######## design 1 ########
Fig. 1: design 1, congestion heat map
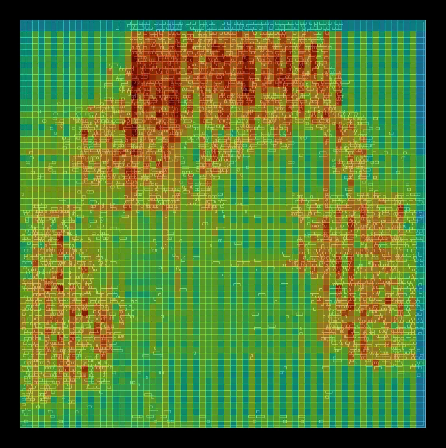

--- src/rtl/axi4_lite_regbank.sv ---
// AXI4-Lite slave register bank: per-index RW/RO registers, byte strobes, self-clearing
// pulse bits, SLVERR on unmapped/illegal access, and per-register access strobes.
module axi4_lite_regbank #(
    parameter int unsigned                  DATA_W     = 32,
    parameter int unsigned                  ADDR_W     = 12,
    parameter int unsigned                  NUM_REGS   = 16,
    parameter logic [NUM_REGS-1:0]          REG_RO     = '0,
    parameter logic [NUM_REGS*DATA_W-1:0]   RESET_VAL  = '0,
    parameter logic [NUM_REGS*DATA_W-1:0]   PULSE_MASK = '0
) (
    input  logic                         clk,
    input  logic                         rst,
    input  logic [ADDR_W-1:0]            s_axi_awaddr,
    input  logic                         s_axi_awvalid,
    output logic                         s_axi_awready,
    input  logic [DATA_W-1:0]            s_axi_wdata,
    input  logic [DATA_W/8-1:0]          s_axi_wstrb,
    input  logic                         s_axi_wvalid,
    output logic                         s_axi_wready,
    output logic [1:0]                   s_axi_bresp,
    output logic                         s_axi_bvalid,
    input  logic                         s_axi_bready,
    input  logic [ADDR_W-1:0]            s_axi_araddr,
    input  logic                         s_axi_arvalid,
    output logic                         s_axi_arready,
    output logic [DATA_W-1:0]            s_axi_rdata,
    output logic [1:0]                   s_axi_rresp,
    output logic                         s_axi_rvalid,
    input  logic                         s_axi_rready,
    output logic [NUM_REGS*DATA_W-1:0]   reg_o,
    input  logic [NUM_REGS*DATA_W-1:0]   reg_i,
    output logic [NUM_REGS-1:0]          wr_pulse_o,
    output logic [NUM_REGS-1:0]          rd_pulse_o
);

    localparam int unsigned STRB_W = DATA_W / 8;
    localparam int unsigned LSB    = $clog2(STRB_W);
    localparam int unsigned IDX_W  = ADDR_W - LSB;
    localparam int unsigned FLAT_W = NUM_REGS * DATA_W;

    localparam logic [1:0] RESP_OKAY   = 2'b00;
    localparam logic [1:0] RESP_SLVERR = 2'b10;

    function automatic logic [FLAT_W-1:0] rw_mask_f();
        logic [FLAT_W-1:0] m;
        m = '0;
        for (int unsigned i = 0; i < NUM_REGS; i++) begin
            if (!REG_RO[i]) m[i*DATA_W +: DATA_W] = '1;
        end
        return m;
    endfunction

    function automatic logic [NUM_REGS-1:0] decode_f(input logic [IDX_W-1:0] idx);
        logic [NUM_REGS-1:0] hit;
        hit = '0;
        for (int unsigned i = 0; i < NUM_REGS; i++) begin
            if (idx == IDX_W'(i)) hit[i] = 1'b1;
        end
        return hit;
    endfunction

    // RO slices are held at 0 so reg_o drives 0 there.
    localparam logic [FLAT_W-1:0] RST_REGS = RESET_VAL & rw_mask_f();

    logic                rdy_en_q,   rdy_en_d;
    logic                aw_held_q,  aw_held_d;
    logic [IDX_W-1:0]    awidx_q,    awidx_d;
    logic                w_held_q,   w_held_d;
    logic [DATA_W-1:0]   wdata_q,    wdata_d;
    logic [STRB_W-1:0]   wstrb_q,    wstrb_d;
    logic                bvalid_q,   bvalid_d;
    logic [1:0]          bresp_q,    bresp_d;
    logic [FLAT_W-1:0]   regs_q,     regs_d;
    logic [NUM_REGS-1:0] wr_pulse_q, wr_pulse_d;
    logic                rvalid_q,   rvalid_d;
    logic [DATA_W-1:0]   rdata_q,    rdata_d;
    logic [1:0]          rresp_q,    rresp_d;
    logic [NUM_REGS-1:0] rd_pulse_q, rd_pulse_d;

    logic                aw_hs, w_hs, ar_hs, commit;
    logic [NUM_REGS-1:0] wr_hit, rd_hit, wr_ok;
    logic                unused_in;

    assign s_axi_awready = rdy_en_q && !aw_held_q && !bvalid_q;
    assign s_axi_wready  = rdy_en_q && !w_held_q && !bvalid_q;
    assign s_axi_arready = rdy_en_q && !rvalid_q;

    assign aw_hs  = s_axi_awvalid && s_axi_awready;
    assign w_hs   = s_axi_wvalid && s_axi_wready;
    assign ar_hs  = s_axi_arvalid && s_axi_arready;
    assign commit = aw_held_q && w_held_q;

    assign wr_hit = decode_f(awidx_q);
    assign wr_ok  = wr_hit & ~REG_RO;
    assign rd_hit = decode_f(s_axi_araddr[ADDR_W-1:LSB]);

    // Low address bits and RW slices of reg_i carry no information here.
    assign unused_in = ^{reg_i, s_axi_awaddr, s_axi_araddr};

    // Write channel capture, commit and response.
    always_comb begin
        rdy_en_d   = 1'b1;
        aw_held_d  = aw_held_q;
        awidx_d    = awidx_q;
        w_held_d   = w_held_q;
        wdata_d    = wdata_q;
        wstrb_d    = wstrb_q;
        bvalid_d   = bvalid_q;
        bresp_d    = bresp_q;
        regs_d     = regs_q & ~PULSE_MASK;
        wr_pulse_d = '0;

        if (aw_hs) begin
            aw_held_d = 1'b1;
            awidx_d   = s_axi_awaddr[ADDR_W-1:LSB];
        end
        if (w_hs) begin
            w_held_d = 1'b1;
            wdata_d  = s_axi_wdata;
            wstrb_d  = s_axi_wstrb;
        end

        if (commit) begin
            aw_held_d  = 1'b0;
            w_held_d   = 1'b0;
            bvalid_d   = 1'b1;
            bresp_d    = (|wr_ok) ? RESP_OKAY : RESP_SLVERR;
            wr_pulse_d = wr_ok;
            for (int unsigned i = 0; i < NUM_REGS; i++) begin
                for (int unsigned b = 0; b < STRB_W; b++) begin
                    if (wr_ok[i] && wstrb_q[b])
                        regs_d[i*DATA_W + b*8 +: 8] = wdata_q[b*8 +: 8];
                end
            end
        end else if (bvalid_q && s_axi_bready) begin
            bvalid_d = 1'b0;
        end
    end

    // Read capture and response hold.
    always_comb begin
        rvalid_d   = rvalid_q;
        rdata_d    = rdata_q;
        rresp_d    = rresp_q;
        rd_pulse_d = '0;

        if (ar_hs) begin
            rvalid_d   = 1'b1;
            rdata_d    = '0;
            rresp_d    = (|rd_hit) ? RESP_OKAY : RESP_SLVERR;
            rd_pulse_d = rd_hit;
            for (int unsigned i = 0; i < NUM_REGS; i++) begin
                if (rd_hit[i])
                    rdata_d = REG_RO[i] ? reg_i[i*DATA_W +: DATA_W] : regs_q[i*DATA_W +: DATA_W];
            end
        end else if (rvalid_q && s_axi_rready) begin
            rvalid_d = 1'b0;
        end
    end

    always_ff @(posedge clk) begin
        if (rst) begin
            rdy_en_q   <= 1'b0;
            aw_held_q  <= 1'b0;
            awidx_q    <= '0;
            w_held_q   <= 1'b0;
            wdata_q    <= '0;
            wstrb_q    <= '0;
            bvalid_q   <= 1'b0;
            bresp_q    <= RESP_OKAY;
            regs_q     <= RST_REGS;
            wr_pulse_q <= '0;
            rvalid_q   <= 1'b0;
            rdata_q    <= '0;
            rresp_q    <= RESP_OKAY;
            rd_pulse_q <= '0;
        end else begin
            rdy_en_q   <= rdy_en_d;
            aw_held_q  <= aw_held_d;
            awidx_q    <= awidx_d;
            w_held_q   <= w_held_d;
            wdata_q    <= wdata_d;
            wstrb_q    <= wstrb_d;
            bvalid_q   <= bvalid_d;
            bresp_q    <= bresp_d;
            regs_q     <= regs_d;
            wr_pulse_q <= wr_pulse_d;
            rvalid_q   <= rvalid_d;
            rdata_q    <= rdata_d;
            rresp_q    <= rresp_d;
            rd_pulse_q <= rd_pulse_d;
        end
    end

    assign s_axi_bvalid = bvalid_q;
    assign s_axi_bresp  = bresp_q;
    assign s_axi_rvalid = rvalid_q;
    assign s_axi_rdata  = rdata_q;
    assign s_axi_rresp  = rresp_q;
    assign reg_o        = regs_q;
    assign wr_pulse_o   = wr_pulse_q;
    assign rd_pulse_o   = rd_pulse_q;

endmodule

--- config.mk ---
export PLATFORM = sky130hd
export DESIGN_NAME = axi4_lite_regbank
export DESIGN_NICKNAME = d
export VERILOG_FILES = /design/src/rtl/axi4_lite_regbank.sv
export SDC_FILE = /design/constraint.sdc
export NUM_CORES = 1
export LEC_CHECK = 0
export ABC_AREA = 1
export CELL_PAD_IN_SITES_DETAIL_PLACEMENT = 0
export CELL_PAD_IN_SITES_GLOBAL_PLACEMENT = 1
export CORE_AREA = 2 2 450 452
export DETAILED_ROUTE_END_ITERATION = 10
export DIE_AREA = 0 0 452 454
export PLACE_DENSITY = 0.54
export SYNTH_ARGS = -nofsm -noshare
export SYNTH_HDL_FRONTEND = slang
export SYNTH_SLANG_ARGS = --single-unit
--- constraint.sdc ---
create_clock -name clk -period 2.22 [get_ports clk]
set_clock_uncertainty 0.15 [all_clocks]
set_input_delay 0.444 -clock clk [delete_from_list [all_inputs] [get_ports clk]]
set_output_delay 0.444 -clock clk [all_outputs]
set_load 0.03 [all_outputs]
######## design 2 ########
--- src/rtl/phj_release_pkg.sv ---
// Shared types and helpers for the partitioned-hash-join release sequencer.
package phj_release_pkg;

    localparam int MAX_LANES = 32;

    typedef logic [31:0] serial_t;

    typedef enum logic [1:0] {
        RUN   = 2'd0,
        DRAIN = 2'd1,
        DONE  = 2'd2
    } relseq_state_e;

    // Isolates the lowest set bit (priority select by lowest index).
    function automatic logic [MAX_LANES-1:0] lowest_onehot(input logic [MAX_LANES-1:0] v);
        return v & (~v + MAX_LANES'(1));
    endfunction

endpackage

--- src/rtl/phj_release_fifo.sv ---
// Synchronous skid FIFO for the merged release stream; head reads as zero when empty.
module phj_release_fifo #(
    parameter int DATA_SIZE  = 128,
    parameter int FIFO_DEPTH = 4
) (
    input  logic                          clk,
    input  logic                          resetn,
    input  logic                          i_push,
    input  logic [DATA_SIZE-1:0]          i_data,
    input  logic                          i_pop,
    output logic [DATA_SIZE-1:0]          o_data,
    output logic                          o_empty,
    output logic [$clog2(FIFO_DEPTH):0]   o_count
);

    localparam int AW = $clog2(FIFO_DEPTH);
    localparam int CW = AW + 1;

    logic [DATA_SIZE-1:0] r_mem [FIFO_DEPTH];
    logic [AW-1:0]        r_wr;
    logic [AW-1:0]        r_rd;
    logic [CW-1:0]        r_count;
    logic                 w_full;
    logic                 w_pop;
    logic                 w_push;

    assign o_empty = (r_count == '0);
    assign w_full  = (r_count == CW'(FIFO_DEPTH));
    assign w_pop   = i_pop & ~o_empty;
    // A full FIFO still accepts a push when the head leaves in the same cycle.
    assign w_push  = i_push & (~w_full | w_pop);
    assign o_data  = o_empty ? '0 : r_mem[r_rd];
    assign o_count = r_count;

    always_ff @(posedge clk) begin
        if (w_push) r_mem[r_wr] <= i_data;
    end

    always_ff @(posedge clk) begin
        if (!resetn) begin
            r_wr    <= '0;
            r_rd    <= '0;
            r_count <= '0;
        end else begin
            if (w_push) r_wr <= r_wr + AW'(1);
            if (w_pop)  r_rd <= r_rd + AW'(1);
            r_count <= r_count + CW'(w_push) - CW'(w_pop);
        end
    end

endmodule

--- src/rtl/phj_release_sequencer.sv ---
// Central in-order release controller for the PHJ output stage.
// Optional stat_released/stat_skipped counters are built when PHJ_RELSEQ_STATS_EN is defined.
module phj_release_sequencer
    import phj_release_pkg::*;
#(
    parameter int NUM_LANES  = 4,
    parameter int DATA_SIZE  = 128,
    parameter int MAX_NUM    = 2,
    parameter int FIFO_DEPTH = 4
) (
    input  logic                           clk,
    input  logic                           resetn,
    output logic                           issue_ready,
    input  logic                           issue_valid,
    output serial_t                        issue_serial,
    input  logic                           src_done,
    output serial_t                        next,
    input  logic [NUM_LANES-1:0]           lane_next_in_storage,
    input  logic [NUM_LANES-1:0]           lane_next_joined,
    output logic [NUM_LANES-1:0]           lane_release,
    output logic [NUM_LANES-1:0]           lane_skip,
    input  logic [NUM_LANES-1:0]           lane_out_valid,
    input  logic [NUM_LANES*DATA_SIZE-1:0] lane_out_data,
    input  logic [NUM_LANES-1:0]           lane_local_last,
    output logic                           lane_last_processed,
    output logic                           out_valid,
    output logic [DATA_SIZE-1:0]           out_data,
    input  logic                           out_ready,
    output logic                           all_last_processed,
    output logic                           err_conflict,
    output logic [1:0]                     dbg_state
`ifdef PHJ_RELSEQ_STATS_EN
    ,
    output logic [31:0]                    stat_released,
    output logic [31:0]                    stat_skipped
`endif
);

    relseq_state_e               r_state;
    relseq_state_e               w_state_nxt;
    serial_t                     r_issue_serial;
    serial_t                     r_next;
    logic                        r_inflight;
    logic                        r_err;

    serial_t                     w_occ;
    logic                        w_issue_fire;
    logic                        w_hit;
    logic [NUM_LANES-1:0]        w_sel;
    logic                        w_sel_joined;
    logic                        w_multi;
    logic                        w_room;
    logic                        w_release;
    logic                        w_skip;
    logic                        w_stray;
    logic [DATA_SIZE-1:0]        w_merged;
    logic                        w_fifo_empty;
    logic [$clog2(FIFO_DEPTH):0] w_fifo_count;

    // Modular distance keeps the window check correct across serial wrap.
    assign w_occ        = r_issue_serial - r_next;
    assign w_issue_fire = issue_valid & issue_ready;

    assign w_hit        = (w_occ != '0) & (|lane_next_in_storage);
    assign w_sel        = NUM_LANES'(lowest_onehot(MAX_LANES'(lane_next_in_storage)));
    assign w_sel_joined = |(w_sel & lane_next_joined);
    assign w_multi      = |(lane_next_in_storage & (lane_next_in_storage - NUM_LANES'(1)));

    // Reserve a FIFO slot for every tuple already promised, including this one.
    assign w_room    = (32'(w_fifo_count) + 32'(r_inflight)) < 32'(FIFO_DEPTH);
    assign w_release = w_hit & w_sel_joined & w_room;
    assign w_skip    = w_hit & ~w_sel_joined;

    assign lane_release = {NUM_LANES{w_release}} & w_sel;
    assign lane_skip    = {NUM_LANES{w_skip}} & w_sel;

    assign w_stray = (|lane_out_valid) & ~r_inflight;

    always_comb begin
        w_merged = '0;
        for (int i = 0; i < NUM_LANES; i++) begin
            if (lane_out_valid[i]) w_merged = w_merged | lane_out_data[i*DATA_SIZE +: DATA_SIZE];
        end
    end

    always_comb begin
        w_state_nxt         = r_state;
        issue_ready         = 1'b0;
        lane_last_processed = 1'b0;
        all_last_processed  = 1'b0;
        case (r_state)
            RUN: begin
                issue_ready = (w_occ < serial_t'(MAX_NUM));
                if (src_done) w_state_nxt = DRAIN;
            end
            DRAIN: begin
                lane_last_processed = 1'b1;
                if ((w_occ == '0) && !r_inflight && w_fifo_empty && (&lane_local_last))
                    w_state_nxt = DONE;
            end
            DONE: begin
                lane_last_processed = 1'b1;
                all_last_processed  = 1'b1;
            end
            default: w_state_nxt = RUN;
        endcase
    end

    always_ff @(posedge clk) begin
        if (!resetn) begin
            r_state        <= RUN;
            r_issue_serial <= '0;
            r_next         <= '0;
            r_inflight     <= 1'b0;
            r_err          <= 1'b0;
        end else begin
            r_state        <= w_state_nxt;
            r_issue_serial <= r_issue_serial + serial_t'(w_issue_fire);
            r_next         <= r_next + serial_t'(w_release | w_skip);
            r_inflight     <= w_release;
            r_err          <= r_err | (w_hit & w_multi) | w_stray;
        end
    end

    phj_release_fifo #(
        .DATA_SIZE  (DATA_SIZE),
        .FIFO_DEPTH (FIFO_DEPTH)
    ) u_fifo (
        .clk     (clk),
        .resetn  (resetn),
        .i_push  (r_inflight),
        .i_data  (w_merged),
        .i_pop   (out_ready),
        .o_data  (out_data),
        .o_empty (w_fifo_empty),
        .o_count (w_fifo_count)
    );

    assign out_valid    = ~w_fifo_empty;
    assign issue_serial = r_issue_serial;
    assign next         = r_next;
    assign err_conflict = r_err;
    assign dbg_state    = r_state;

`ifdef PHJ_RELSEQ_STATS_EN
    serial_t r_stat_rel;
    serial_t r_stat_skp;

    always_ff @(posedge clk) begin
        if (!resetn) begin
            r_stat_rel <= '0;
            r_stat_skp <= '0;
        end else begin
            if (w_release) r_stat_rel <= r_stat_rel + 32'd1;
            if (w_skip)    r_stat_skp <= r_stat_skp + 32'd1;
        end
    end

    assign stat_released = r_stat_rel;
    assign stat_skipped  = r_stat_skp;
`endif

endmodule

--- config.mk ---
export PLATFORM = sky130hd
export DESIGN_NAME = phj_release_sequencer
export DESIGN_NICKNAME = d
export VERILOG_FILES = /design/src/rtl/phj_release_pkg.sv /design/src/rtl/phj_release_fifo.sv /design/src/rtl/phj_release_sequencer.sv
export SDC_FILE = /design/constraint.sdc
export NUM_CORES = 1
export LEC_CHECK = 0
export ABC_CLOCK_PERIOD_IN_PS = 7000
export CAP_MARGIN = 20
export CORE_AREA = 4 4 290 292
export CTS_BUF_LIST = sky130_fd_sc_hd__clkbuf_16
export CTS_CLUSTER_DIAMETER = 200
export DETAILED_ROUTE_END_ITERATION = 7
export DIE_AREA = 0 0 294 296
export MAX_ROUTING_LAYER = met4
export REMOVE_ABC_BUFFERS = 1
export SYNTH_ARGS = -nofsm -noshare
export SYNTH_HDL_FRONTEND = slang
export SYNTH_SLANG_ARGS = --single-unit
export TNS_END_PERCENT = 100
--- constraint.sdc ---
create_clock -name clk -period 7 [get_ports clk]
set_input_delay 2.1 -clock clk [delete_from_list [all_inputs] [get_ports clk]]
set_output_delay 2.1 -clock clk [all_outputs]
set_load 0.02 [all_outputs]

==> notes/layouts.md <==
Pictures saved along the way, in no particular order.

Sequential cells grouped by signal name.
Scale bar: 100 microns. Other sequential cells in the stronger grey, the rest of the logic in the fainter grey.
picture 1
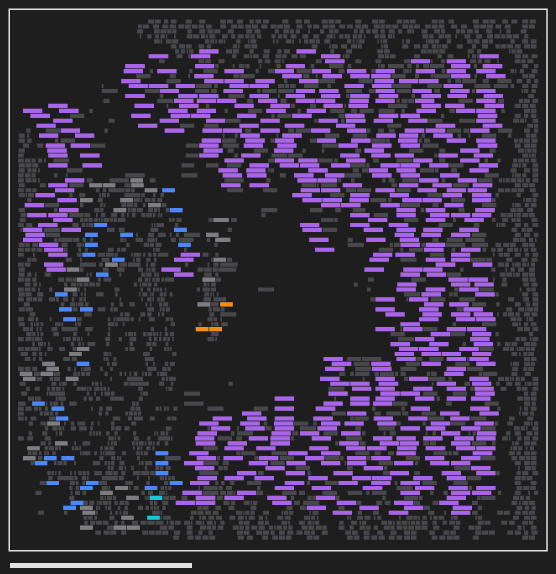
picture 2
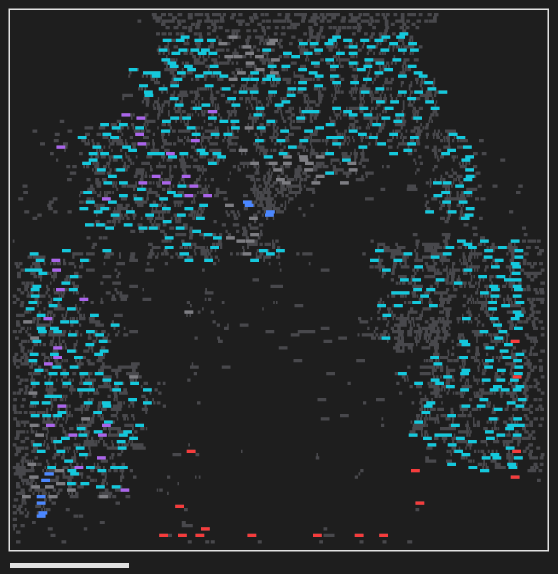
Of these, largest die: picture 2
design 2 -> picture 1
design 1 -> picture 2

Fig. 2: design 2, congestion heat map
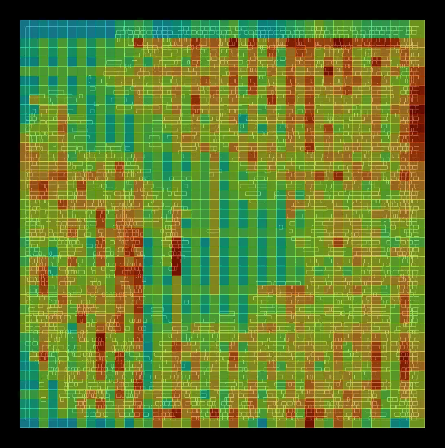
grt met3 use: 0.0508
final core occ: 0.475
GR Util met1: 0.242

Fig. 3: design 2, close-up of the layout
Scale bar: 10 microns. Region (61, 62) to (86, 87) microns. Cells in grey, sequential cells in the stronger grey; small squares are vias.
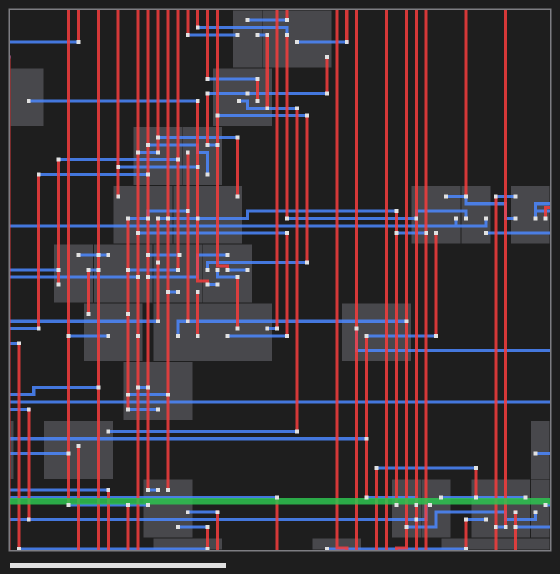
blue -> M1
green -> M3
red -> M2
cells with their middle in the window = 23
sequential cells in the window = 0
most frequent = nand4_1 (4), xor2_1 (4)

==> flow_summary.toml, design 2 <==
# flow metrics
[synthesis]
yosysSeqAreaShare = 0.609
synth.distinct_cells = 70
edf_count = 512
ys_warn_count = 0
top_area_frac = 0.553
netlist_area_sq_um = 27800
topCellsByArea = "edfxtp_1 55%, mux4_2 10%, a22oi_1 6.9%"
common_cells = "512 x edfxtp_1, 256 x a22oi_1, 201 x and2_1"
ys_async_sr_fraction = 0
ys_sh_simple = 0.112

[pwr]
powerClk_mw = 3.47
pg_seq_mw = 4.17
powerComb_mw = 4.16
swShare = 0.317
p_total_mw = 11.8
ir_drop_mv = 0.205

[setup_path]
crit_end = "issue_ready"
reg2reg_to = "issue_serial[30]"
crit_required_ns = 4.90
critPathKind = "reg -> out"
critPathLaunch = "issue_serial[0]"
crit_family = "simple AND/OR/NAND/NOR gates"
rrSetupSlack_ns = 1.20
crit_cells = 15
start_kind = "register"

[detailed_routing]
vias_per_cell = 5.28
met3WireLength_microns = 6240
avgRoutedWirePerCell_microns = 23.9
drtIter0Drc = 1161
drcViolationCount = 0
first_pass_iters = 5
dr_total_vias = 20300

[cts]
path_clk_slew_ns = 0.06
htree_levels = 3
clock_sinks = 589
post_cts_buffers = 0
insertion_delay_ns = 0.61
cts.repair.resized = 1

[status]
status = "finished, final reports clean"

[floorplanning]
nWellTaps = 1070
chipArea_sq_um = 87000
die_h_microns = 296

[layout]
inverters = 51
instances_no_fill = 3850
sh_seq_area = 0.437
largest_reg_flops = 512
layout.area.seq_sq_um = 16900
layout_top_cell = "clkdlybuf4s50_1"
bufAreaShareNonClock = 0.200
dominant-cell-class = "flip-flops and latches"
drive_gt1_frac = 0.102
top_register = "u_fifo.r_mem"

[hold_path]
hold_depth = 1
whs_endpoint = "err_conflict"
hold_path_class = "reg -> reg"

[timing]
finalClockPeriodUsage = 0.958
fmax_mhz = 149
slew_headroom = 0.271
hold_viol = 0

[placed_design]
portBuffers = 739
post-place-cells = 3722

[grt]
top_usage_layer = "met2"
track_usage = 0.208
grt_pass1_vias = 21000

[job]
warnings = 31
Fig. 4: design 1, I/O nets highlighted
Scale bar: 100 microns.
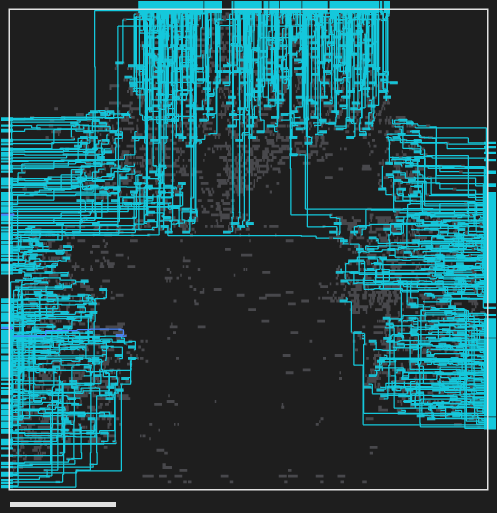
cyan -> `reg_o`  # bits 512, direction output, end cells 512, buffers 516, wire 52.4 mm
blue -> `s_axi_rresp`  # bits 2, direction output, end cells 2, buffers 1, wire 135 microns

Fig. 5: design 1, close-up of the layout
Scale bar: 10 microns. Region (100, 101) to (125, 126) microns. Cells in grey, sequential cells in the stronger grey; small squares are vias.
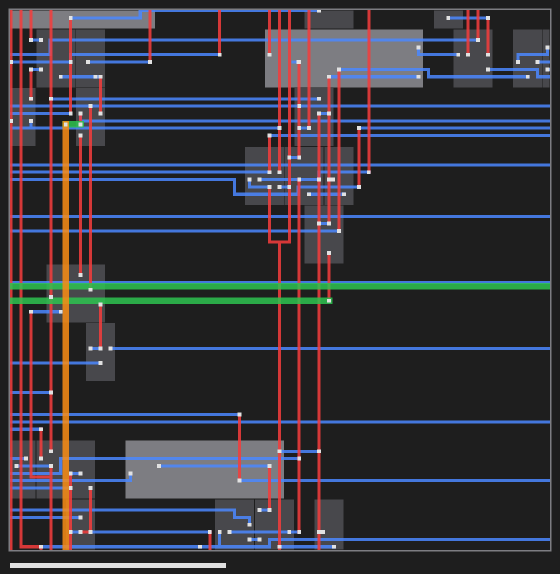
blue -> M1
orange -> M4
red -> M2
green -> M3
sequential cells in the window = 2
most frequent = inv_1 (4), a21oi_1 (4), nand2_1 (3)
netlist names of flops here include = `reg_o` (2)
cells with their middle in the window = 21

## Picture notes: Fig. 1
detailed-route wire length per cell: 24.5 microns
final core occ: 0.216
busiest grt layer: met2

==> flow_summary.toml, design 1 <==
# flow metrics
[status]
status = "finished, final reports clean"

[layout]
clk_share = 0.0640
sh_comb_area = 0.258
post-route-cell-area_sq_um = 43300

[setup_path]
crit_cells = 1
rr_worst_depth = 12

[job]
maxCapViolations = 0

[placed_design]
post-place-cells = 7277
placedInstanceArea_sq_um = 40000

[timing]
worst_slew_pin_slew_ns = 0.652

[floorplanning]
nWellTaps = 2672

[detailed_routing]
drcViolationCount = 0

[pwr]
power_density_nw_per_um2 = 627
swShare = 0.266

[synthesis]
top_area_frac = 0.471

